# ---- design 1 ----
**Design 1: signal wires on met1**

Supply wires on this layer in gray.
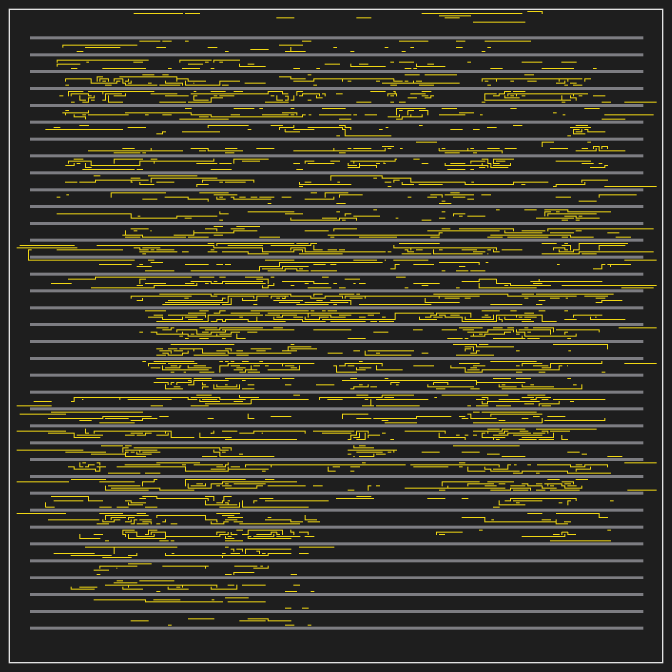

**src/rtl/mem_ctl_fsm.sv**
```systemverilog
// mem_ctl_fsm: registered memory-access controller between a 4-phase
// requester port and a 4-phase memory strobe/done port.
//
// Ports
//   clk, rst                      clock, synchronous active-high reset
//   din_valid, wen, din_addr,
//   din_data, din_ack             requester request channel (4-phase)
//   dout_valid, dout_ack,
//   dout_data                     read-data return channel (4-phase)
//   mem_write, mem_read, mem_addr,
//   mem_wdata, mem_rdata, mem_done memory strobe/done channel (4-phase)
//   err, err_clr                  sticky timeout flag and its clear
//   wr_cnt, rd_cnt                saturating completed-transaction counters
//
// Every output is a register and is updated on the same edge as the
// state transition that defines it.
module mem_ctl_fsm #(
  parameter int ADDR_W  = 8,
  parameter int DATA_W  = 16,
  parameter int TIMEOUT = 255,
  parameter int CNT_W   = 16
) (
  input  logic              clk,
  input  logic              rst,
  input  logic              din_valid,
  input  logic              wen,
  input  logic [ADDR_W-1:0] din_addr,
  input  logic [DATA_W-1:0] din_data,
  output logic              din_ack,
  output logic              dout_valid,
  input  logic              dout_ack,
  output logic [DATA_W-1:0] dout_data,
  output logic              mem_write,
  output logic              mem_read,
  output logic [ADDR_W-1:0] mem_addr,
  output logic [DATA_W-1:0] mem_wdata,
  input  logic [DATA_W-1:0] mem_rdata,
  input  logic              mem_done,
  output logic              err,
  input  logic              err_clr,
  output logic [CNT_W-1:0]  wr_cnt,
  output logic [CNT_W-1:0]  rd_cnt
);

  localparam int TW = (TIMEOUT > 0) ? $clog2(TIMEOUT + 1) : 1;
  localparam logic [TW-1:0] TMO_LIM = TW'(TIMEOUT);

  typedef enum logic [3:0] {
    IDLE, WR_REQ, WR_REL, WR_ACK, RD_REQ, RD_ACK, RD_OUT, RD_OREL, RD_REL, ERR
  } state_t;

  state_t              state_q;
  logic [TW-1:0]       tmo_q;
  logic                din_ack_q, dout_valid_q, mem_write_q, mem_read_q, err_q;
  logic [DATA_W-1:0]   dout_data_q, mem_wdata_q;
  logic [ADDR_W-1:0]   mem_addr_q;
  logic [CNT_W-1:0]    wr_cnt_q, rd_cnt_q;

  // The four memory-waiting states and whether the awaited mem_done level
  // has arrived; the timeout only runs while waiting and unsatisfied.
  logic waiting, wait_met, tmo_exp;
  always_comb begin
    waiting  = 1'b0;
    wait_met = 1'b0;
    case (state_q)
      WR_REQ, RD_REQ: begin waiting = 1'b1; wait_met = mem_done;  end
      WR_REL, RD_REL: begin waiting = 1'b1; wait_met = !mem_done; end
      default: ;
    endcase
    tmo_exp = (TIMEOUT != 0) && (tmo_q == TMO_LIM);
  end

  always_ff @(posedge clk) begin
    if (rst) begin
      state_q      <= IDLE;
      tmo_q        <= '0;
      din_ack_q    <= 1'b0;
      dout_valid_q <= 1'b0;
      mem_write_q  <= 1'b0;
      mem_read_q   <= 1'b0;
      err_q        <= 1'b0;
      dout_data_q  <= '0;
      mem_wdata_q  <= '0;
      mem_addr_q   <= '0;
      wr_cnt_q     <= '0;
      rd_cnt_q     <= '0;
    end else begin
      // Counter restarts on any state change; it only advances while stuck.
      if (waiting && !wait_met && TIMEOUT != 0) tmo_q <= tmo_q + 1'b1;
      else                                      tmo_q <= '0;

      if (err_clr) err_q <= 1'b0;

      if (waiting && !wait_met && tmo_exp) begin
        // Set wins over a simultaneous clear.
        state_q      <= ERR;
        tmo_q        <= '0;
        mem_write_q  <= 1'b0;
        mem_read_q   <= 1'b0;
        dout_valid_q <= 1'b0;
        din_ack_q    <= 1'b1;
        err_q        <= 1'b1;
      end else begin
        case (state_q)
          IDLE: if (din_valid) begin
            mem_addr_q  <= din_addr;
            mem_wdata_q <= din_data;
            if (wen) begin state_q <= WR_REQ; mem_write_q <= 1'b1; end
            else     begin state_q <= RD_REQ; mem_read_q  <= 1'b1; end
          end
          WR_REQ: if (mem_done)   begin state_q <= WR_REL; mem_write_q <= 1'b0; end
          WR_REL: if (!mem_done)  begin state_q <= WR_ACK; din_ack_q   <= 1'b1; end
          WR_ACK: if (!din_valid) begin
            state_q   <= IDLE;
            din_ack_q <= 1'b0;
            if (wr_cnt_q != '1) wr_cnt_q <= wr_cnt_q + 1'b1;
          end
          RD_REQ: if (mem_done) begin
            state_q     <= RD_ACK;
            dout_data_q <= mem_rdata;
            din_ack_q   <= 1'b1;
          end
          RD_ACK: if (!din_valid) begin
            state_q      <= RD_OUT;
            din_ack_q    <= 1'b0;
            dout_valid_q <= 1'b1;
          end
          RD_OUT:  if (dout_ack)  begin state_q <= RD_OREL; dout_valid_q <= 1'b0; end
          // mem_read is held through the output handshake and released last.
          RD_OREL: if (!dout_ack) begin state_q <= RD_REL;  mem_read_q   <= 1'b0; end
          RD_REL: if (!mem_done) begin
            state_q <= IDLE;
            if (rd_cnt_q != '1) rd_cnt_q <= rd_cnt_q + 1'b1;
          end
          ERR: if (!din_valid) begin state_q <= IDLE; din_ack_q <= 1'b0; end
          default: state_q <= IDLE;
        endcase
      end
    end
  end

  assign din_ack    = din_ack_q;
  assign dout_valid = dout_valid_q;
  assign dout_data  = dout_data_q;
  assign mem_write  = mem_write_q;
  assign mem_read   = mem_read_q;
  assign mem_addr   = mem_addr_q;
  assign mem_wdata  = mem_wdata_q;
  assign err        = err_q;
  assign wr_cnt     = wr_cnt_q;
  assign rd_cnt     = rd_cnt_q;

endmodule

```
**config.mk**
```make
export PLATFORM = sky130hd
export DESIGN_NAME = mem_ctl_fsm
export DESIGN_NICKNAME = d
export VERILOG_FILES = /design/src/rtl/mem_ctl_fsm.sv
export SDC_FILE = /design/constraint.sdc
export NUM_CORES = 1
export LEC_CHECK = 0
export CAP_MARGIN = 10
export CORE_MARGIN = 3
export CORE_UTILIZATION = 40
export DETAILED_ROUTE_END_ITERATION = 10
export GPL_TIMING_DRIVEN = 0
export HOLD_SLACK_MARGIN = 0.12
export MAX_ROUTING_LAYER = met4
export PLACE_DENSITY = 0.75
export RECOVER_POWER = 100
export SLEW_MARGIN = 40
export SYNTH_ARGS = -nofsm -noshare
export SYNTH_HDL_FRONTEND = slang
export SYNTH_SLANG_ARGS = --single-unit
```
**constraint.sdc**
```tcl
create_clock -name clk -period 4.5 [get_ports clk]
set_input_delay 0.675 -clock clk [delete_from_list [all_inputs] [get_ports clk]]
set_output_delay 0.675 -clock clk [all_outputs]
set_load 0.01 [all_outputs]
```
# ---- design 2 ----
$ cat config.mk
export PLATFORM = sky130hd
export DESIGN_NAME = ldl_fifo_rs_v2
export DESIGN_NICKNAME = d
export VERILOG_FILES = /design/src/rtl/ldl_fifo_rs_v2.sv
export SDC_FILE = /design/constraint.sdc
export NUM_CORES = 1
export LEC_CHECK = 0
export CORE_MARGIN = 3
export CORE_UTILIZATION = 49
export DETAILED_ROUTE_END_ITERATION = 10
export PLACE_DENSITY_LB_ADDON = 0.3
export SLEW_MARGIN = 20
export SYNTH_ARGS = -nofsm -noshare
export SYNTH_HDL_FRONTEND = slang
export SYNTH_SLANG_ARGS = --single-unit
$ cat constraint.sdc
create_clock -name clk -period 15 [get_ports clk]
set_clock_uncertainty 0.1 [all_clocks]
set_input_delay 3 -clock clk [delete_from_list [all_inputs] [get_ports clk]]
set_output_delay 3 -clock clk [all_outputs]
set_load 0.01 [all_outputs]
$ cat src/rtl/ldl_fifo_rs_v2.sv
// rtl/ldl_fifo_rs_v2.sv - FIFO read-side controller with RAM issue, prefetch buffer and occupancy flags
module ldl_fifo_rs_v2 #(
  parameter int AW    = 8,
  parameter int DW    = 32,
  parameter int RL    = 1,
  parameter int BUFD  = RL + 1,
  parameter int AE_TH = 2
) (
  input  logic          clk,
  input  logic          rst,
  input  logic [AW:0]   w_pt,
  output logic [AW:0]   r_pt,
  output logic          rd_en,
  output logic [AW-1:0] ra,
  input  logic [DW-1:0] rdata,
  output logic [DW-1:0] dout,
  output logic          dvalid,
  input  logic          dready,
  input  logic          flush,
  output logic [AW:0]   rcnt,
  output logic          aempty,
  output logic          empty
);

  localparam int CW  = $clog2(BUFD + 1) + 1;
  localparam int BIW = (BUFD > 1) ? $clog2(BUFD) : 1;
  localparam int PW  = (RL > 0) ? RL : 1;
  localparam logic [AW:0] DEPTH = {1'b1, {AW{1'b0}}};

  logic [DW-1:0]  buf_mem [BUFD];
  logic [BIW-1:0] hd;
  logic [BIW-1:0] tl;
  logic [CW-1:0]  buf_cnt;
  logic [CW-1:0]  infl;
  logic [CW-1:0]  cnt;
  logic [CW-1:0]  cnt_n;
  logic [PW-1:0]  vq;
  logic [AW:0]    r_pt_n;
  logic [AW:0]    rcnt_n;
  logic           mr;
  logic           pop;
  logic           cap;

  function automatic logic [BIW-1:0] bump(input logic [BIW-1:0] x);
    return (x == BIW'(BUFD - 1)) ? '0 : x + 1'b1;
  endfunction

  assign mr     = (w_pt != r_pt);
  assign dvalid = (buf_cnt != '0);
  assign dout   = buf_mem[hd];
  assign pop    = dvalid & dready;
  assign ra     = r_pt[AW-1:0];
  assign cnt    = infl + buf_cnt;

  // Issue only when the buffer will still have a free slot for every outstanding read.
  assign rd_en  = rst & mr & ~flush & ((cnt - CW'(pop)) < CW'(BUFD));

  // With zero latency the data is captured on the issue edge itself.
  assign cap    = (RL == 0) ? rd_en : vq[PW-1];

  // Count reads still travelling through the RAM latency pipe.
  always_comb begin
    infl = '0;
    for (int i = 0; i < PW; i++) infl = infl + CW'(vq[i]);
  end

  // Next-state pointer and occupancy feed the registered count and flags.
  always_comb begin
    r_pt_n = flush ? w_pt : r_pt + (AW+1)'(rd_en);
    cnt_n  = flush ? '0 : cnt + CW'(rd_en) - CW'(pop);
    rcnt_n = (w_pt - r_pt_n) + (AW+1)'(cnt_n);
  end

  // Read pointer advances per issue; flush jumps it to the writer, dropping pending words.
  always_ff @(posedge clk or negedge rst) begin
    if (!rst) r_pt <= '0;
    else      r_pt <= r_pt_n;
  end

  // Valid shift pipe marking which cycles carry returning RAM data.
  always_ff @(posedge clk or negedge rst) begin
    if (!rst) begin
      vq <= '0;
    end else if (flush) begin
      vq <= '0;
    end else begin
      vq[0] <= rd_en & (RL > 0);
      for (int i = 1; i < PW; i++) vq[i] <= vq[i-1];
    end
  end

  // Prefetch ring: capture at tail, pop from head, cleared by flush.
  always_ff @(posedge clk or negedge rst) begin
    if (!rst) begin
      hd      <= '0;
      tl      <= '0;
      buf_cnt <= '0;
      for (int i = 0; i < BUFD; i++) buf_mem[i] <= '0;
    end else if (flush) begin
      hd      <= '0;
      tl      <= '0;
      buf_cnt <= '0;
    end else begin
      if (cap) begin
        buf_mem[tl] <= rdata;
        tl          <= bump(tl);
      end
      if (pop) hd <= bump(hd);
      buf_cnt <= buf_cnt + CW'(cap) - CW'(pop);
    end
  end

  // Registered occupancy and flags, one cycle behind the pointer inputs.
  always_ff @(posedge clk or negedge rst) begin
    if (!rst) begin
      rcnt   <= '0;
      empty  <= 1'b1;
      aempty <= 1'b1;
    end else begin
      rcnt   <= rcnt_n;
      empty  <= (rcnt_n == '0);
      aempty <= (int'(rcnt_n) <= AE_TH);
    end
  end

  a_no_overflow: assert property (@(posedge clk) disable iff (!rst)
    !(cap && !flush && !pop && buf_cnt == CW'(BUFD)));

  a_ptr_span: assert property (@(posedge clk) disable iff (!rst)
    (w_pt - r_pt) <= DEPTH);

endmodule

# ---- design 3 ----
## src/rtl/p_to_s_pingpong_converter_if.sv

```systemverilog
// Frame-in / beat-out bundle for the ping-pong parallel-to-serial converter.
// The producer side drives ien/idata/fct; the converter drives the rest.
interface p_to_s_pingpong_converter_if #(
   parameter int unsigned PARALLEL_LENGTH = 32,
   parameter int unsigned SERIAL_LENGTH   = 1,
   parameter int unsigned DATA_WIDTH      = 32
);
   logic                                       ien;
   logic [0:PARALLEL_LENGTH-1][DATA_WIDTH-1:0] idata;
   logic                                       fct;
   logic                                       oen;
   logic [0:SERIAL_LENGTH-1][DATA_WIDTH-1:0]   odata;
   logic                                       olast;
   logic                                       full;

   modport master (
      output ien, idata, fct,
      input  oen, odata, olast, full
   );

   modport slave (
      input  ien, idata, fct,
      output oen, odata, olast, full
   );
endinterface

```

## src/rtl/p_to_s_pingpong_converter.sv

```systemverilog
// Parallel-to-serial converter: two frame slots in ping-pong, frames drained as
// PARALLEL_LENGTH/SERIAL_LENGTH registered beats with a frame-end marker and hold.
module p_to_s_pingpong_converter #(
   parameter int unsigned PARALLEL_LENGTH = 32,
   parameter int unsigned SERIAL_LENGTH   = 1,
   parameter int unsigned DATA_WIDTH      = 32
) (
   input logic                        clk,
   input logic                        rst,
   p_to_s_pingpong_converter_if.slave bus
);

   localparam int unsigned BEATS = (SERIAL_LENGTH == 0) ? 1 : PARALLEL_LENGTH / SERIAL_LENGTH;
   localparam int unsigned CW    = (BEATS > 1) ? $clog2(BEATS) : 1;
   localparam int unsigned IW    = (PARALLEL_LENGTH > 1) ? $clog2(PARALLEL_LENGTH) : 1;
   localparam logic [CW-1:0] LAST_CNT = CW'(BEATS - 1);

   if (SERIAL_LENGTH == 0) begin : g_bad_serial
      $error("SERIAL_LENGTH must be at least 1");
   end else if (PARALLEL_LENGTH % SERIAL_LENGTH != 0) begin : g_bad_ratio
      $error("PARALLEL_LENGTH must be a multiple of SERIAL_LENGTH");
   end

   typedef logic [0:PARALLEL_LENGTH-1][DATA_WIDTH-1:0] frame_t;
   typedef logic [0:SERIAL_LENGTH-1][DATA_WIDTH-1:0]   beat_t;

   frame_t          slot_q [2];
   logic            wr_ptr_q;
   logic            rd_ptr_q;
   logic [1:0]      occ_q, occ_d;
   logic [CW-1:0]   cnt_q, cnt_d;
   logic            oen_q;
   logic            olast_q;
   beat_t           odata_q;

   logic            is_full;
   logic            accept;
   logic            emit;
   logic            last_beat;
   logic            release_slot;
   beat_t           beat;

   always_comb begin
      is_full      = (occ_q == 2'd2);
      accept       = bus.ien & ~is_full;
      emit         = (occ_q != 2'd0) & ~bus.fct;
      last_beat    = (cnt_q == LAST_CNT);
      release_slot = emit & last_beat;
      // Accept and release together leave the count unchanged.
      occ_d        = occ_q + {1'b0, accept} - {1'b0, release_slot};

      cnt_d = cnt_q;
      if (emit) begin
         cnt_d = last_beat ? '0 : cnt_q + CW'(1);
      end

      beat = '0;
      for (int unsigned i = 0; i < SERIAL_LENGTH; i++) begin
         beat[i] = slot_q[rd_ptr_q][IW'(32'(cnt_q) * SERIAL_LENGTH + i)];
      end
   end

   // Slot contents need no reset: nothing reads a slot that occ does not count.
   always_ff @(posedge clk) begin
      if (accept) begin
         slot_q[wr_ptr_q] <= bus.idata;
      end
   end

   always_ff @(posedge clk) begin
      if (rst) begin
         occ_q    <= 2'd0;
         wr_ptr_q <= 1'b0;
         rd_ptr_q <= 1'b0;
         cnt_q    <= '0;
         oen_q    <= 1'b0;
         olast_q  <= 1'b0;
         odata_q  <= '0;
      end else begin
         occ_q   <= occ_d;
         cnt_q   <= cnt_d;
         oen_q   <= emit;
         olast_q <= release_slot;
         if (accept) begin
            wr_ptr_q <= ~wr_ptr_q;
         end
         if (release_slot) begin
            rd_ptr_q <= ~rd_ptr_q;
         end
         if (emit) begin
            odata_q <= beat;
         end
      end
   end

   assign bus.oen   = oen_q;
   assign bus.olast = olast_q;
   assign bus.odata = odata_q;
   assign bus.full  = is_full;

endmodule

```

## src/flat_wrapper.sv

```systemverilog
// flat-port wrapper written by rule: the top's interface ports become plain ports
module p_to_s_pingpong_converter_flat 
#(
   parameter int unsigned PARALLEL_LENGTH = 32,
   parameter int unsigned SERIAL_LENGTH   = 1,
   parameter int unsigned DATA_WIDTH      = 32
)
  (clk, rst, bus_ien, bus_idata, bus_fct, bus_oen, bus_odata, bus_olast, bus_full);
  p_to_s_pingpong_converter_if #(.PARALLEL_LENGTH(PARALLEL_LENGTH), .SERIAL_LENGTH(SERIAL_LENGTH), .DATA_WIDTH(DATA_WIDTH)) bus_i ();
  input logic clk;
  input logic rst;
  input wire logic [$bits(bus_i.ien)-1:0] bus_ien;
  input wire logic [$bits(bus_i.idata)-1:0] bus_idata;
  input wire logic [$bits(bus_i.fct)-1:0] bus_fct;
  output wire logic [$bits(bus_i.oen)-1:0] bus_oen;
  output wire logic [$bits(bus_i.odata)-1:0] bus_odata;
  output wire logic [$bits(bus_i.olast)-1:0] bus_olast;
  output wire logic [$bits(bus_i.full)-1:0] bus_full;
  assign bus_i.ien = bus_ien;
  assign bus_i.idata = bus_idata;
  assign bus_i.fct = bus_fct;
  assign bus_oen = bus_i.oen;
  assign bus_odata = bus_i.odata;
  assign bus_olast = bus_i.olast;
  assign bus_full = bus_i.full;
  p_to_s_pingpong_converter #(.PARALLEL_LENGTH(PARALLEL_LENGTH), .SERIAL_LENGTH(SERIAL_LENGTH), .DATA_WIDTH(DATA_WIDTH)) u_core (.clk(clk), .rst(rst), .bus(bus_i));
endmodule
```

## config.mk

```make
export PLATFORM = sky130hd
export DESIGN_NAME = p_to_s_pingpong_converter_flat
export DESIGN_NICKNAME = d
export VERILOG_FILES = /design/src/rtl/p_to_s_pingpong_converter_if.sv /design/src/rtl/p_to_s_pingpong_converter.sv /design/src/flat_wrapper.sv
export SDC_FILE = /design/constraint.sdc
export NUM_CORES = 2
export LEC_CHECK = 0
export CAP_MARGIN = 20
export CELL_PAD_IN_SITES_DETAIL_PLACEMENT = 0
export CELL_PAD_IN_SITES_GLOBAL_PLACEMENT = 1
export CORE_MARGIN = 8
export CORE_UTILIZATION = 43
export CTS_CLUSTER_SIZE = 40
export DETAILED_ROUTE_END_ITERATION = 16
export PLACE_DENSITY_LB_ADDON = 0.1
export SKIP_CTS_REPAIR_TIMING = 1
export SYNTH_ARGS = -nofsm -noshare
export SYNTH_HDL_FRONTEND = slang
export SYNTH_SLANG_ARGS = --single-unit
```

## constraint.sdc

```tcl
create_clock -name clk -period 56.5 [get_ports clk]
set_input_delay 11.3 -clock clk [delete_from_list [all_inputs] [get_ports clk]]
set_output_delay 11.3 -clock clk [all_outputs]
set_load 0.01 [all_outputs]
```

# ---- design 4 ----
--- src/rtl/bitwise_op_pkg.sv ---
// Shared types for bitwise_op_pipe: op codes, per-entry flag struct, and the
// reference op function. BITWISE_OP_PIPE_PARITY_EN adds a stored parity flag.
package bitwise_op_pkg;

  localparam int OP_MAX_W = 64;

  typedef enum logic [1:0] {OP_AND, OP_OR, OP_XOR, OP_NAND} op_e;

  // Flags stored next to each FIFO result; the result field itself is sized by
  // the top-level WIDTH, so it is wrapped around this struct there.
  typedef struct packed {
    logic zero;
`ifdef BITWISE_OP_PIPE_PARITY_EN
    logic parity;
`endif
  } entry_flags_t;

  // Operates at the widest supported width; callers zero-extend operands and
  // truncate the result, which is exact because every op is purely bitwise.
  function automatic logic [OP_MAX_W-1:0] apply_op(input op_e op,
                                                   input logic [OP_MAX_W-1:0] a,
                                                   input logic [OP_MAX_W-1:0] b);
    logic [OP_MAX_W-1:0] r;
    case (op)
      OP_AND:  r = a & b;
      OP_OR:   r = a | b;
      OP_XOR:  r = a ^ b;
      default: r = ~(a & b);
    endcase
    return r;
  endfunction

endpackage

--- src/rtl/bitwise_op_pipe_fifo.sv ---
// Generic synchronous FIFO (W bits x DEPTH entries) with occupancy count.
// Storage is not reset; consumers must qualify dout with count != 0.
module sync_fifo #(
  parameter int W     = 8,
  parameter int DEPTH = 4,
  localparam int AW   = $clog2(DEPTH)
) (
  input  logic          clk,
  input  logic          rst_n,
  input  logic          push,
  input  logic          pop,
  input  logic [W-1:0]  din,
  output logic [W-1:0]  dout,
  output logic [AW:0]   count
);

  localparam logic [AW:0] FULL_CNT = (AW+1)'(DEPTH);

  logic [W-1:0]  mem [DEPTH];
  logic [AW-1:0] wr_ptr, rd_ptr;
  logic          push_ok, pop_ok;

  // Guard against overflow/underflow even if a caller ignores full/empty.
  assign push_ok = push && (count != FULL_CNT);
  assign pop_ok  = pop && (count != '0);
  assign dout    = mem[rd_ptr];

  always_ff @(posedge clk or negedge rst_n) begin
    if (!rst_n) begin
      wr_ptr <= '0;
      rd_ptr <= '0;
      count  <= '0;
    end else begin
      if (push_ok) wr_ptr <= wr_ptr + 1'b1;
      if (pop_ok)  rd_ptr <= rd_ptr + 1'b1;
      case ({push_ok, pop_ok})
        2'b10:   count <= count + 1'b1;
        2'b01:   count <= count - 1'b1;
        default: count <= count;
      endcase
    end
  end

  always_ff @(posedge clk) begin
    if (push_ok) mem[wr_ptr] <= din;
  end

endmodule

--- src/rtl/bitwise_op_pipe.sv ---
// Handshaked bitwise AND/OR/XOR/NAND unit with a DEPTH-entry result FIFO and a
// saturating pop counter. Define BITWISE_OP_PIPE_PARITY_EN for out_parity.
module bitwise_op_pipe
  import bitwise_op_pkg::*;
#(
  parameter int WIDTH = 4,
  parameter int DEPTH = 4,
  parameter int CNT_W = 16
) (
  input  logic             clk,
  input  logic             rst_n,
  input  logic             in_valid,
  output logic             in_ready,
  input  logic [WIDTH-1:0] in_a,
  input  logic [WIDTH-1:0] in_b,
  input  logic [1:0]       in_op,
  output logic             out_valid,
  input  logic             out_ready,
  output logic [WIDTH-1:0] out_y,
  output logic             out_zero,
`ifdef BITWISE_OP_PIPE_PARITY_EN
  output logic             out_parity,
`endif
  output logic [CNT_W-1:0] op_count
);

  localparam int AW = $clog2(DEPTH);
  localparam logic [AW:0] FULL_CNT = (AW+1)'(DEPTH);

  typedef struct packed {
    logic [WIDTH-1:0] y;
    entry_flags_t     fl;
  } entry_t;

  localparam int EW = $bits(entry_t);

  entry_t           wr_entry, rd_entry;
  logic [WIDTH-1:0] res;
  logic [AW:0]      count;
  logic             push, pop, rdy_en;

  assign res = WIDTH'(apply_op(op_e'(in_op), OP_MAX_W'(in_a), OP_MAX_W'(in_b)));

  always_comb begin
    wr_entry         = '0;
    wr_entry.y       = res;
    wr_entry.fl.zero = ~|res;
`ifdef BITWISE_OP_PIPE_PARITY_EN
    wr_entry.fl.parity = ^res;
`endif
  end

  // Holds in_ready low through reset and releases it on the first edge after.
  always_ff @(posedge clk or negedge rst_n) begin
    if (!rst_n) rdy_en <= 1'b0;
    else        rdy_en <= 1'b1;
  end

  // in_ready depends only on registered state, never on out_ready.
  assign in_ready  = rdy_en && (count < FULL_CNT);
  assign out_valid = (count != '0);
  assign push      = in_valid && in_ready;
  assign pop       = out_valid && out_ready;

  sync_fifo #(.W(EW), .DEPTH(DEPTH)) u_fifo (
    .clk   (clk),
    .rst_n (rst_n),
    .push  (push),
    .pop   (pop),
    .din   (wr_entry),
    .dout  (rd_entry),
    .count (count)
  );

  // Head storage is unreset, so outputs show reset values whenever empty.
  assign out_y    = out_valid ? rd_entry.y       : '0;
  assign out_zero = out_valid ? rd_entry.fl.zero : 1'b1;
`ifdef BITWISE_OP_PIPE_PARITY_EN
  assign out_parity = out_valid ? rd_entry.fl.parity : 1'b0;
`endif

  always_ff @(posedge clk or negedge rst_n) begin
    if (!rst_n)                       op_count <= '0;
    else if (pop && (op_count != '1)) op_count <= op_count + 1'b1;
  end

endmodule

--- config.mk ---
export PLATFORM = sky130hd
export DESIGN_NAME = bitwise_op_pipe
export DESIGN_NICKNAME = d
export VERILOG_FILES = /design/src/rtl/bitwise_op_pkg.sv /design/src/rtl/bitwise_op_pipe_fifo.sv /design/src/rtl/bitwise_op_pipe.sv
export SDC_FILE = /design/constraint.sdc
export NUM_CORES = 1
export LEC_CHECK = 0
export CAP_MARGIN = 20
export CORE_MARGIN = 3
export CORE_UTILIZATION = 45
export CTS_BUF_LIST = sky130_fd_sc_hd__clkbuf_2
export DETAILED_ROUTE_END_ITERATION = 10
export PLACE_DENSITY = 0.78
export SLEW_MARGIN = 20
export SYNTH_ARGS = -nofsm -noshare
export SYNTH_HDL_FRONTEND = slang
export SYNTH_SLANG_ARGS = --single-unit
--- constraint.sdc ---
create_clock -name clk -period 1.95 [get_ports clk]
set_clock_uncertainty 0.1 [all_clocks]
set_input_delay 0.39 -clock clk [delete_from_list [all_inputs] [get_ports clk]]
set_output_delay 0.39 -clock clk [all_outputs]
set_load 0.01 [all_outputs]
**Design 1: cell area per tile**

11 x 11 tiles, from white (low) to dark blue (high), 0 to 100% covered.
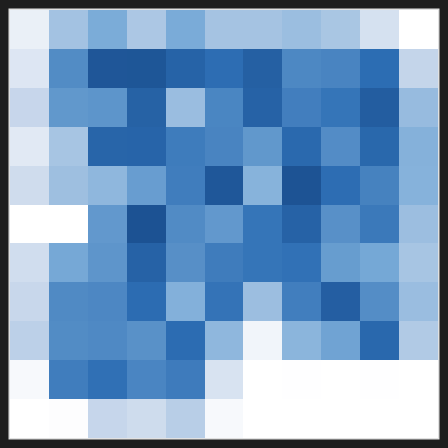
The fullest tile reaches 86%. 19% of the tiles are over 75% full. 12% of the tiles are nearly empty. The densest ninth of the die: middle.

About 'signal wires on met1' of design 1:
The wires run mostly horizontal. The longest straight run is 25.8 µm.
via count: 3861
met1 usage: 0.239
routed wire length: 10400 µm

==> flow_metrics.tcl, design 1 <==
# collected from the flow reports
set metrics [dict create \
    maxPowerGroup "registers" \
    core-area_mm2 0.00942 \
    finalMaxSlewViolations 0 \
    hold_buffers 0 \
    status "finished clean" \
    netlist_area_mm2 0.00393 \
    vias_per_cell 5.19 \
    chip_area_mm2 0.0111 \
    power_density_mw_per_mm2 369 \
    crit_chain "dlygate4sd3_1 -> clkbuf_1 -> nand3b_1 -> a21boi_0 -> o31ai_1 -> nand2b_1 -> nor3_1" \
    synth.distinct_cells 58 \
    clock_buffers 9 \
    grt_pass1_wl_um 17200 \
    utilization 0.580 \
    fmax_mhz 337 \
    rsz0062_at_grt "false" \
    synth_top_flop_cell "dfxtp_1" \
    worstSetupPathType "input port to flop" \
    grt_pass1_vias 3573 \
]
==> design 1: logic make-up (layout without fill, tap and decap cells) <==
group                      after synthesis  after routing  share of synthesized area
adders and majority gates                3              3                    0.00955
buffers and inverters                   29            167                     0.0299
xor gates and xnor gates                33             33                     0.0735
muxes                                    2              2                    0.00509
AOI/OAI and AO/OA                       90             90                      0.138
DFF                                     89             89                      0.453
and+or+nand+nor                        231            231                      0.290
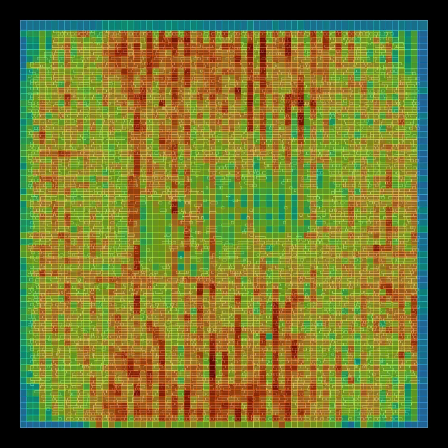
**Above:** design 3 (routing congestion).
fin util: 0.544
met2 usage in global routing: 0.437
met3 usage: 0.0621
met1 usage: 0.290
GR Util All Layers: 0.247

==> flow_metrics.tcl, design 3 <==
# collected from the flow reports
set metrics [dict create \
    post-route-drc-count 0 \
    top_layer "met5" \
    grt_pass1_vias 43161 \
    period_used_share 0.260 \
    regMostFlops "u_core.slot_q" \
    status "finished clean" \
    ff_count 2092 \
    muxShareOfSynthArea 0.153 \
    worst_pin_slew_ns 1.27 \
    intPower_mw 2.76 \
    cts_tree "done" \
    drv_cap 0 \
    synth_top_flop_cell "edfxtp_1" \
    instances_no_fill 7455 \
    cp_slowest_cell "buf_4" \
    comb_area_share 0.161 \
    r2r_slack_ns 51.41 \
    combPwrFrac 0.088 \
    leakagePower_nw 31.7 \
    clk_latency_ns 0.87 \
    fp-utilization 0.434 \
    crit_path_frequent_cell "buf_12" \
]
-- design 3: layout by cell type, fill, tap and decap left out, types with 45 or more instances in the layout --
cell type,Yosys,final
diode_2,0,90
edfxtp_1,2048,2048
nand2_1,123,123
o221ai_1,45,45
buf_4,33,58
mux2i_1,209,209
clkdlybuf4s50_1,0,1062
clkbuf_16,0,217
clkbuf_1,89,61
mux4_2,431,431
a21oi_1,58,58
clkinv_1,1,59
-- design 3: layer usage --
layer,GRT usage,vias to the layer above
met4,0.100,58
met2,0.437,1490
met1,0.290,21762
li1,-,17616
met3,0.0621,535
met5,0,-
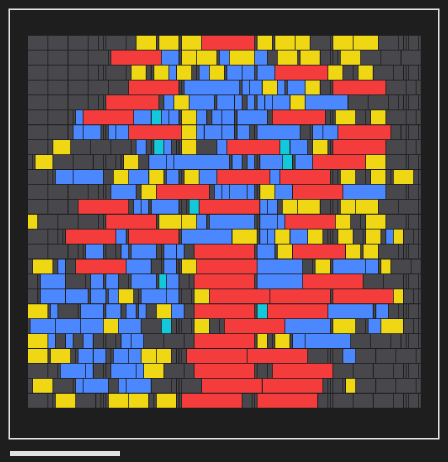
**Above:** design 4 (placement by cell class).
Bar = 20 µm. Fill, decap, tap and diode cells in gray.
Key: combinational and other logic = blue [cells 138, share of their area 37%]; other buffers and delay cells = yellow [cells 87, share of their area 23%]; clock drivers and dummy loads = cyan [cells 8, share of their area 1.2%]; flops = red [cells 44, share of their area 39%]
cell area after layout: 0.00324 mm²
core area: 0.00488 mm²

==> flow_metrics.tcl, design 4 <==
# collected from the flow reports
set metrics [dict create \
    powerClk_mw 0.366 \
    critical_path.endpoint "out_zero" \
    grt_pass1_wl_um 7920 \
    violations "setup timing" \
    nets 305 \
    status "finished, violations left" \
    fin_ws_ns -0.342 \
    grt_pass1_vias 1681 \
    final_cell_mix "buf_4, clkdlybuf4s50_1, edfxtp_1" \
    syn_avg_cell_area_um2 12.6 \
    final-setup-viol-count 6 \
    track_usage 0.167 \
    io_pins 37 \
    seqPwrFrac 0.385 \
    arrival_ns 1.80 \
]
-- design 4: cell type report --
type | count | area share
Clock inverter | 3 | 0.00425
Clock buffer | 5 | 0.00773
Sequential cell | 44 | 0.376
Timing Repair Buffer | 87 | 0.227
Tap cell | 67 | 0.0259
Multi-Input combinational cell | 119 | 0.337
Inverter | 19 | 0.0220
-- design 4: metal layers --
metal	vias up	global-route usage	wire (µm)	share of wire
li1	838	-	-	-
met1	804	0.224	2200	0.44
met2	56	0.265	2450	0.49
met3	14	0.0356	242	0.048
met4	0	0.0664	106	0.021
met5	-	0	0	0
**Design 2: signal wires on met1**

Supply wires on this layer in gray.
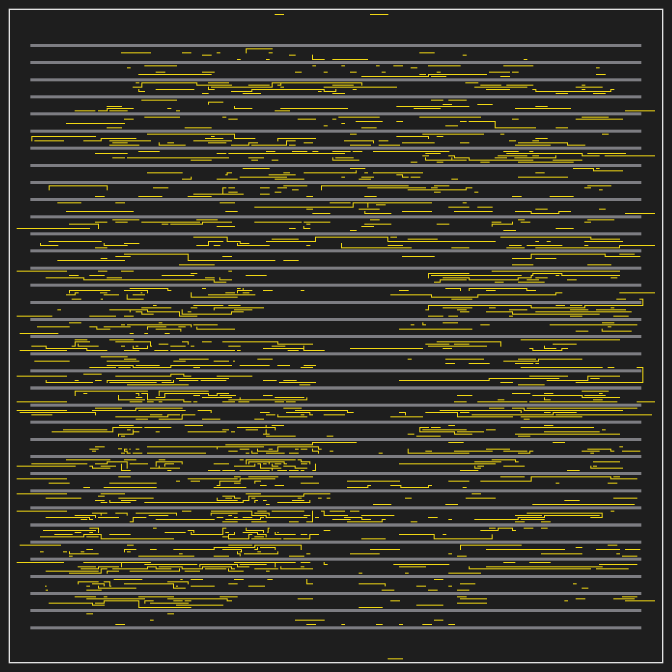
The layer holds 44% of the routed length. The layer carries 4110 µm of wire.
met1 usage: 0.235
routed wire length: 9410 µm
via count: 3149

==> flow_metrics.tcl, design 2 <==
# collected from the flow reports
set metrics [dict create \
    dp_cells 575 \
    ir_drop_mv 0.118 \
    layout-drive-gt1-share 0.276 \
    fmax_mhz 119 \
    crit_family "buffers and inverters" \
    status "finished clean" \
    grt_pass1_vias 3294 \
    ys_seq_share 0.483 \
    start_kind "input port" \
    final_cell_area_mm2 0.00594 \
    end_kind "primary output" \
    clk_latency_ns 0.34 \
    mostFrequentLayoutCell "clkdlybuf4s50_1" \
    yosysMostFrequentCell "mux2_2" \
    track_usage 0.180 \
]
design 2: layer usage:
layer  vias to the layer above  wire length, µm  global-route usage
met2                       103             4680               0.307
met1                      1565             4110               0.235
met5                         -                0                   0
li1                       1470                -                   -
met3                        11              488              0.0299
met4                         0              135              0.0608
design 2: worst max path at each step:
stage / to / startpoint / depth (start not counted)
floorplan: empty / dready / 19
CTS: rd_en / dready / 9
detailed placement: rd_en / dready / 9
finish: rd_en / dready / 9
global placement: rd_en / dready / 9
global route: rd_en / dready / 9

==> layout pictures side by side <==
Metal 4.
shot_01.png
Bar = 20 µm. Supply wires on this layer in gray.
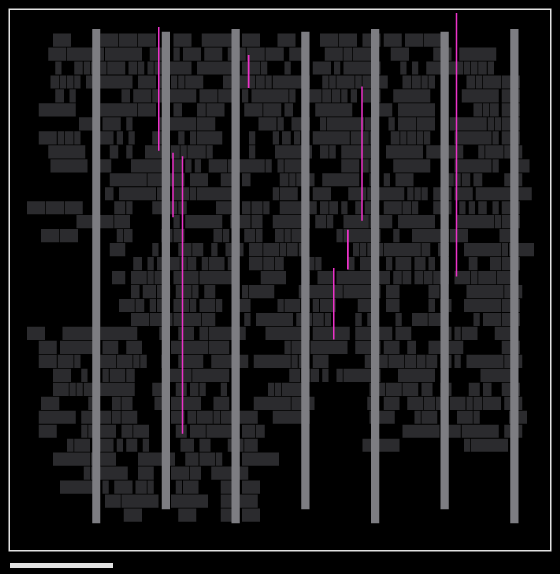
shot_02.png
Bar = 100 µm. Supply wires on this layer in gray.
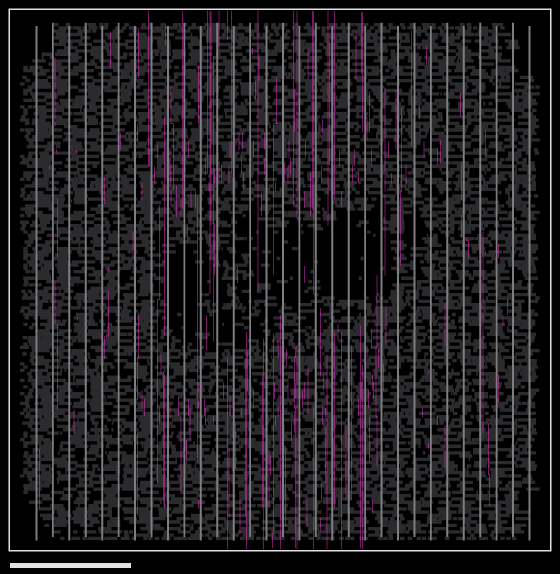
shot_03.png
Bar = 20 µm. Supply wires on this layer in gray.
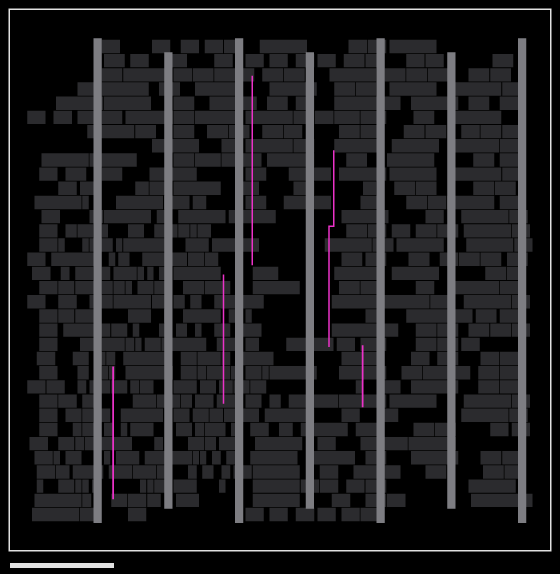
shot_04.png
Bar = 20 µm. Supply wires on this layer in gray.
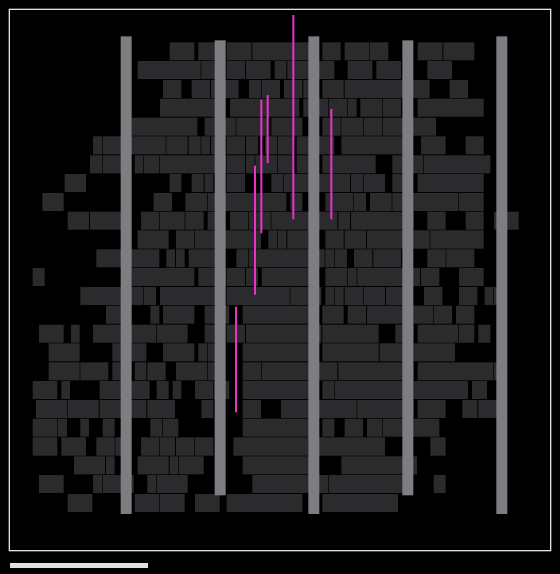
The one with the largest die is shot_02.png.
The one with the smallest die is shot_04.png.
For design 2, see shot_03.png.
For design 4, see shot_04.png.
For design 1, see shot_01.png.
For design 3, see shot_02.png.

Key to shot_03.png:
The longest straight run is 36.0 µm. 3 nets have wire on it. The wires run mostly vertical. The layer carries 136 µm of wire. The layer holds 1.4% of the routed length.


# ---- design 5 ----
**Design 5: cell area per tile**

14 x 9 tiles, from white (low) to dark blue (high), 0 to 100% covered.
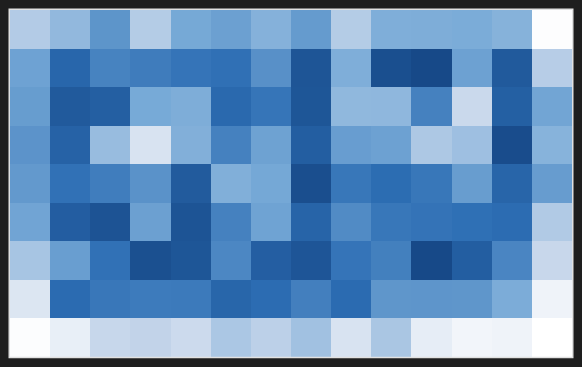

==> src/rtl/regfile_wr_arbiter.sv <==
// Two-requester write-port arbiter for the register file (pipeline writeback vs. load return).
// Keeps a pending-load scoreboard that orders writebacks behind older loads and drives a read-hazard flag.
module regfile_wr_arbiter (
    input  logic        clk,
    input  logic        rst,
    input  logic        wb_valid,
    output logic        wb_ready,
    input  logic [4:0]  wb_addr,
    input  logic [31:0] wb_data,
    input  logic        ld_valid,
    output logic        ld_ready,
    input  logic [4:0]  ld_addr,
    input  logic [31:0] ld_data,
    input  logic        rsv_valid,
    input  logic [4:0]  rsv_addr,
    input  logic [4:0]  rd_addrA,
    input  logic [4:0]  rd_addrB,
    output logic        hazard,
    output logic        regWEn,
    output logic [4:0]  addrD,
    output logic [31:0] dataD,
    output logic [31:0] pend
);

    typedef enum logic {
        LAST_WB = 1'b0,
        LAST_LD = 1'b1
    } last_e;

    last_e       last_q;
    logic [31:0] pend_q;
    logic [31:0] pend_d;
    logic        regwen_q;
    logic [4:0]  addrd_q;
    logic [31:0] datad_q;

    logic wb_elig;
    logic ld_elig;
    logic wb_xfer;
    logic ld_xfer;

    // A writeback must not overtake an older load still owed to the same register.
    always_comb begin
        wb_elig  = wb_valid && !pend_q[wb_addr];
        ld_elig  = ld_valid;
        wb_ready = !rst && wb_elig && (!ld_elig || last_q == LAST_LD);
        ld_ready = !rst && ld_elig && (!wb_elig || last_q == LAST_WB);
        wb_xfer  = wb_valid && wb_ready;
        ld_xfer  = ld_valid && ld_ready;
    end

    // Reservation wins over a same-edge load clear: the newer load is still outstanding.
    generate
        for (genvar gi = 0; gi < 32; gi++) begin : g_pend
            if (gi == 0) begin : g_zero
                assign pend_d[gi] = 1'b0;
            end else begin : g_bit
                assign pend_d[gi] = (rsv_valid && rsv_addr == 5'(gi)) ? 1'b1 :
                                    (ld_xfer && ld_addr == 5'(gi))   ? 1'b0 :
                                    pend_q[gi];
            end
        end
    endgenerate

    function automatic logic read_conflict(input logic [4:0] a);
        return (a != 5'd0) && (pend_q[a] || (regwen_q && addrd_q == a));
    endfunction

    assign hazard = read_conflict(rd_addrA) || read_conflict(rd_addrB);

    always_ff @(posedge clk) begin
        if (rst) begin
            last_q   <= LAST_LD;
            pend_q   <= 32'd0;
            regwen_q <= 1'b0;
            addrd_q  <= 5'd0;
            datad_q  <= 32'd0;
        end else begin
            pend_q   <= pend_d;
            regwen_q <= (wb_xfer && wb_addr != 5'd0) || (ld_xfer && ld_addr != 5'd0);
            if (wb_xfer) begin
                last_q  <= LAST_WB;
                addrd_q <= wb_addr;
                datad_q <= wb_data;
            end else if (ld_xfer) begin
                last_q  <= LAST_LD;
                addrd_q <= ld_addr;
                datad_q <= ld_data;
            end
        end
    end

    assign regWEn = regwen_q;
    assign addrD  = addrd_q;
    assign dataD  = datad_q;
    assign pend   = pend_q;

endmodule

==> config.mk <==
export PLATFORM = sky130hd
export DESIGN_NAME = regfile_wr_arbiter
export DESIGN_NICKNAME = d
export VERILOG_FILES = /design/src/rtl/regfile_wr_arbiter.sv
export SDC_FILE = /design/constraint.sdc
export NUM_CORES = 1
export LEC_CHECK = 0
export CAP_MARGIN = 20
export CORE_ASPECT_RATIO = 0.6
export CORE_MARGIN = 3
export CORE_UTILIZATION = 45
export CTS_BUF_LIST = sky130_fd_sc_hd__clkbuf_16
export CTS_CLUSTER_DIAMETER = 120
export DETAILED_ROUTE_END_ITERATION = 16
export PLACE_DENSITY = 0.89
export SLEW_MARGIN = 5
export SYNTH_ARGS = -nofsm -noshare
export SYNTH_HDL_FRONTEND = slang
export SYNTH_SLANG_ARGS = --single-unit
==> constraint.sdc <==
create_clock -name clk -period 3.1 [get_ports clk]
set_input_delay 0.465 -clock clk [delete_from_list [all_inputs] [get_ports clk]]
set_output_delay 0.465 -clock clk [all_outputs]
set_load 0.005 [all_outputs]
# ---- design 6 ----
==> src/rtl/cruise_cmd_sequencer.sv <==
// Arbitrates button/remote cruise commands, checks legality and drives fixed-width pulses.
// Optional drop statistics counter enabled by defining CRUISE_SEQ_STATS_EN.
module cruise_cmd_sequencer #(
    parameter int unsigned HOLD_CYCLES = 1,
    parameter int unsigned GAP_CYCLES  = 2,
    parameter int unsigned MIN_SPEED   = 45
) (
    input  logic       i_clk,
    input  logic       i_reset,
    input  logic       i_btn_valid,
    input  logic [2:0] i_btn_cmd,
    output logic       o_btn_ready,
    input  logic       i_rmt_valid,
    input  logic [2:0] i_rmt_cmd,
    output logic       o_rmt_ready,
    input  logic       i_brake_in,
    input  logic [7:0] i_speed,
    input  logic [7:0] i_cruisespeed,
    input  logic       i_cruisectrl,
    output logic       o_set,
    output logic       o_accel,
    output logic       o_coast,
    output logic       o_cancel,
    output logic       o_resume,
    output logic       o_brake,
    output logic       o_reject,
    output logic       o_reject_src,
`ifdef CRUISE_SEQ_STATS_EN
    output logic [7:0] o_drop_count,
`endif
    output logic       o_busy
);

    localparam logic [1:0] ST_IDLE  = 2'd0;
    localparam logic [1:0] ST_DRIVE = 2'd1;
    localparam logic [1:0] ST_GAP   = 2'd2;
    localparam logic [1:0] ST_REJ   = 2'd3;

    localparam logic [3:0] HOLD_LOAD   = 4'(HOLD_CYCLES - 1);
    localparam logic [3:0] GAP_LOAD    = (GAP_CYCLES == 0) ? 4'd0 : 4'(GAP_CYCLES - 1);
    localparam logic [7:0] MIN_SPEED_V = 8'(MIN_SPEED);

    logic [1:0] r_state;
    logic       r_ptr;
    logic [3:0] r_cnt;
    logic [4:0] r_pulse;
    logic       r_reject;
    logic       r_reject_src;
    logic       r_brake;

    logic       w_can_accept;
    logic       w_grant_btn;
    logic       w_grant_rmt;
    logic       w_accept;
    logic [2:0] w_cmd;
    logic       w_legal;
    logic [4:0] w_onehot;

    // r_ptr = 0 favours btn when both requesters are valid.
    always_comb begin
        w_can_accept = (r_state == ST_IDLE) && !i_brake_in;
        w_grant_btn  = i_btn_valid && (!i_rmt_valid || !r_ptr);
        w_grant_rmt  = i_rmt_valid && (!i_btn_valid || r_ptr);
        o_btn_ready  = w_can_accept && w_grant_btn;
        o_rmt_ready  = w_can_accept && w_grant_rmt;
        w_accept     = o_btn_ready || o_rmt_ready;
        w_cmd        = w_grant_rmt ? i_rmt_cmd : i_btn_cmd;
    end

    always_comb begin
        w_legal  = 1'b0;
        w_onehot = 5'b00000;
        case (w_cmd)
            3'd1: begin
                w_legal  = !i_cruisectrl && (i_speed > MIN_SPEED_V);
                w_onehot = 5'b00001;
            end
            3'd2: begin
                w_legal  = i_cruisectrl;
                w_onehot = 5'b00010;
            end
            3'd3: begin
                w_legal  = i_cruisectrl;
                w_onehot = 5'b00100;
            end
            3'd4: begin
                w_legal  = i_cruisectrl;
                w_onehot = 5'b01000;
            end
            3'd5: begin
                w_legal  = !i_cruisectrl && (i_cruisespeed != 8'd0);
                w_onehot = 5'b10000;
            end
            default: ;
        endcase
    end

    always_ff @(posedge i_clk or negedge i_reset) begin
        if (!i_reset) begin
            r_state      <= ST_IDLE;
            r_ptr        <= 1'b0;
            r_cnt        <= 4'd0;
            r_pulse      <= 5'b00000;
            r_reject     <= 1'b0;
            r_reject_src <= 1'b0;
            r_brake      <= 1'b0;
        end else begin
            r_brake <= i_brake_in;
            case (r_state)
                ST_IDLE: begin
                    if (w_accept) begin
                        r_ptr <= ~r_ptr;
                        if (w_legal) begin
                            r_state <= ST_DRIVE;
                            r_pulse <= w_onehot;
                            r_cnt   <= HOLD_LOAD;
                        end else begin
                            r_state      <= ST_REJ;
                            r_reject     <= 1'b1;
                            r_reject_src <= w_grant_rmt;
                        end
                    end
                end
                ST_DRIVE: begin
                    if (i_brake_in) begin
                        r_state <= ST_IDLE;
                        r_pulse <= 5'b00000;
                        r_cnt   <= 4'd0;
                    end else if (r_cnt == 4'd0) begin
                        r_pulse <= 5'b00000;
                        if (GAP_CYCLES == 0) begin
                            r_state <= ST_IDLE;
                        end else begin
                            r_state <= ST_GAP;
                            r_cnt   <= GAP_LOAD;
                        end
                    end else begin
                        r_cnt <= r_cnt - 4'd1;
                    end
                end
                ST_GAP: begin
                    if (i_brake_in || (r_cnt == 4'd0)) begin
                        r_state <= ST_IDLE;
                        r_cnt   <= 4'd0;
                    end else begin
                        r_cnt <= r_cnt - 4'd1;
                    end
                end
                default: begin
                    // Reject always completes its single cycle, brake or not.
                    r_state      <= ST_IDLE;
                    r_reject     <= 1'b0;
                    r_reject_src <= 1'b0;
                end
            endcase
        end
    end

`ifdef CRUISE_SEQ_STATS_EN
    logic [7:0] r_drop_count;

    always_ff @(posedge i_clk or negedge i_reset) begin
        if (!i_reset) begin
            r_drop_count <= 8'd0;
        end else if (w_accept && !w_legal && (r_drop_count != 8'd255)) begin
            r_drop_count <= r_drop_count + 8'd1;
        end
    end

    assign o_drop_count = r_drop_count;
`endif

    assign o_set        = r_pulse[0];
    assign o_accel      = r_pulse[1];
    assign o_coast      = r_pulse[2];
    assign o_cancel     = r_pulse[3];
    assign o_resume     = r_pulse[4];
    assign o_reject     = r_reject;
    assign o_reject_src = r_reject_src;
    assign o_brake      = r_brake;
    assign o_busy       = (r_state != ST_IDLE);

endmodule

==> config.mk <==
export PLATFORM = sky130hd
export DESIGN_NAME = cruise_cmd_sequencer
export DESIGN_NICKNAME = d
export VERILOG_FILES = /design/src/rtl/cruise_cmd_sequencer.sv
export SDC_FILE = /design/constraint.sdc
export NUM_CORES = 1
export LEC_CHECK = 0
export CORE_MARGIN = 1
export CORE_UTILIZATION = 44
export CTS_CLUSTER_DIAMETER = 50
export DETAILED_ROUTE_END_ITERATION = 8
export GPL_TIMING_DRIVEN = 0
export PLACE_DENSITY = 0.91
export SLEW_MARGIN = 0
export SYNTH_ARGS = -nofsm -noshare
export SYNTH_HDL_FRONTEND = slang
export SYNTH_SLANG_ARGS = --single-unit
==> constraint.sdc <==
create_clock -name i_clk -period 2.2 [get_ports i_clk]
set_clock_uncertainty 0.05 [all_clocks]
set_input_delay 0.22 -clock i_clk [delete_from_list [all_inputs] [get_ports i_clk]]
set_output_delay 0.22 -clock i_clk [all_outputs]
set_load 0.03 [all_outputs]
**Design 6: routing congestion**

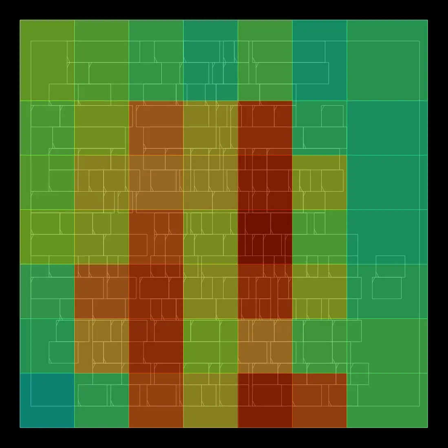
met3 usage: 0.0702
met2 usage in global routing: 0.465
met1 usage: 0.239
fin util: 0.683

**Design 6: cell area per tile**

10 x 10 tiles, from white (low) to dark blue (high), 0 to 100% covered.
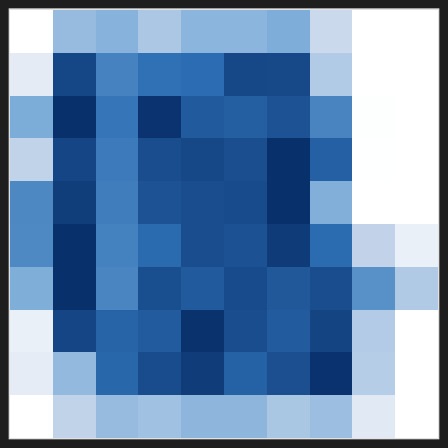
The densest ninth of the die: middle. 45% of the tiles are over 75% full. The mean over all tiles is 57%. The fullest tile reaches 100%.

==> flow_metrics.tcl, design 6 <==
# collected from the flow reports
set metrics [dict create \
    wire_per_inst_um 14.7 \
    end_kind "flop" \
    nFillCells 165 \
    status "finished clean" \
    area_growth_syn_to_layout_pct 43.4 \
    postSynthCellCount 120 \
    finalMaxSlewViolations 0 \
    ys_area_mm2 0.00108 \
    largest_reg_flops 5 \
    comb-power_mw 0.932 \
    arrival_ns 2.24 \
    cp_slowest_cell "dfrtp_1" \
    seq_power_mw 0.413 \
    dp_cells 184 \
    fin_ws_ns 0.0829 \
    largest_area_cell "dfrtp_1" \
    n_antenna_cell 0 \
    tns_ns 0 \
]
[design 6: cells by family (layout without fill, tap and decap cells)]
| kind of cell | count (synthesis) | in the layout | synth area share |
|---|---|---|---|
| AOI/OAI and AO/OA | 29 | 29 | 0.219 |
| xor gates and xnor gates | 1 | 1 | 0.00808 |
| adders and majority gates | 5 | 5 | 0.0577 |
| buffers and inverters | 13 | 55 | 0.0497 |
| DFF | 15 | 15 | 0.346 |
| muxes | 10 | 10 | 0.100 |
| and+or+nand+nor | 47 | 47 | 0.218 |
**Design 5: routing congestion**

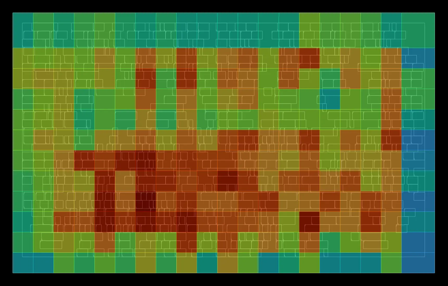
WL/cell: 20.6 µm
met3 usage: 0.138

About 'cell area per tile' of design 5:
25% of the tiles are over 75% full. 2.4% of the tiles are nearly empty. The fullest tile reaches 90%. The emptiest ninth of the die: bottom right. The mean over all tiles is 56%.
core area: 0.0107 mm²
fin util: 0.675
Initial Util: 0.468

==> flow_metrics.tcl, design 5 <==
# collected from the flow reports
set metrics [dict create \
    largest_cell_class "multi-input combinational cells" \
    status "finished clean" \
    hold_buffers 0 \
    fin_ws_ns 0.0422 \
    die_h_um 87.8 \
    grt_antenna_before_repair 0 \
    ir_drop_mv 0.323 \
    cts_tree "done" \
    syn_avg_cell_area_um2 9.08 \
    edf_count 0 \
    area_growth_syn_to_layout_pct 44.1 \
    grt_pass1_wl_um 26500 \
    muxShareOfSynthArea 0.338 \
    clk_latency_ns 0.33 \
    synth_top_flop_cell "dfxtp_1" \
    inv_count 7 \
    n_antenna_cell 0 \
]
## design 5: through the flow
step | setup TNS (ns) | std cells | power, mW | utilization | instance area, µm²
final | 0 | 864 | 2.69 | 0.675 | 7230
after CTS | 0 | 863 | 2.70 | 0.671 | 7180
after global placement | -3.86 | 848 | 1.67 | 0.643 | 6880
after floorplan | 0 | 552 | 1.36 | - | 5010
after detailed placement | -5.32 | 848 | 1.69 | 0.643 | 6880
after global routing | -0.000839 | 864 | 2.80 | 0.675 | 7230
## design 5: registers in the layout, summed over array words and instances, names as in the netlist
name and flops:
addrD 5, dataD 32, last_q 1, pend 31, regWEn 1


==> gallery <==
Placement by cell class.
Plate I
Bar = 100 µm. Fill, decap, tap and diode cells in gray.
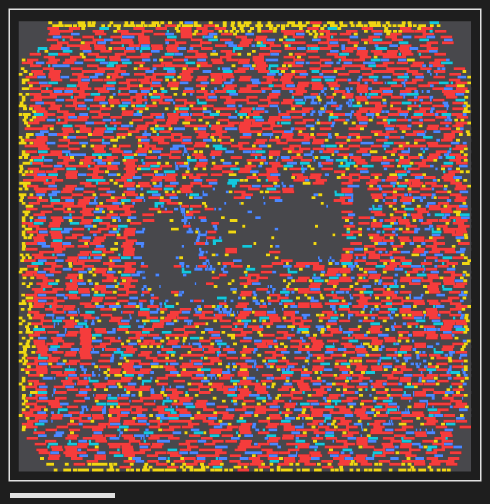
Plate II
Bar = 50 µm. Fill, decap, tap and diode cells in gray.
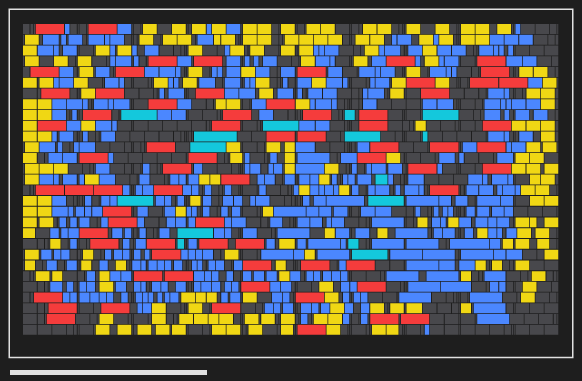
Plate III
Bar = 20 µm. Fill, decap, tap and diode cells in gray.
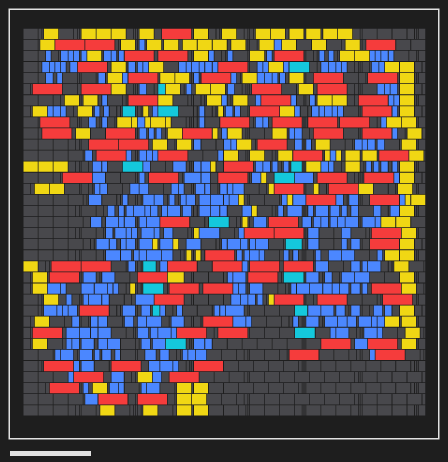
Plate IV
Bar = 20 µm. Fill, decap, tap and diode cells in gray.
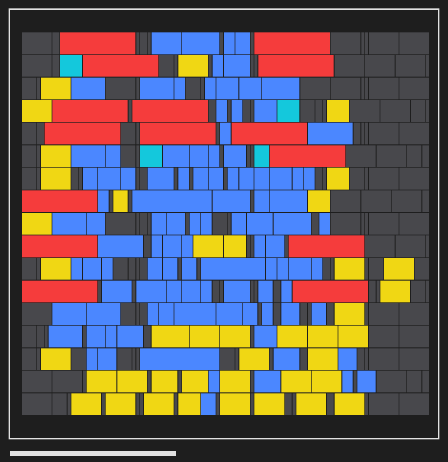
Plate V
Bar = 20 µm. Fill, decap, tap and diode cells in gray.
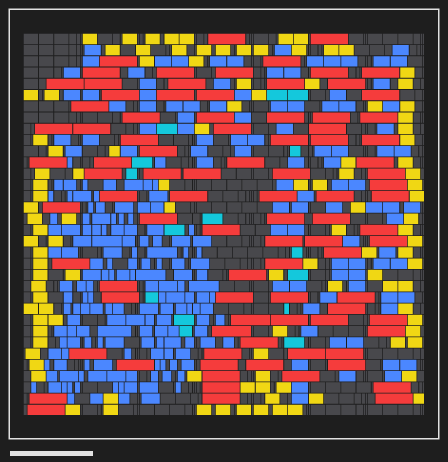
| from | picture |
|---|---|
| design 2 | Plate V |
| design 1 | Plate III |
| design 5 | Plate II |
| design 3 | Plate I |
| design 6 | Plate IV |
Of these, fewest sequential cells: Plate IV

Key to Plate IV:
Key: clock drivers and dummy loads = cyan [cells 4, share of their area 1.8%]; other buffers and delay cells = yellow [cells 41, share of their area 26%]; combinational and other logic = blue [cells 102, share of their area 48%]; flops = red [cells 15, share of their area 25%]

Power and IR drop assume default switching activity.
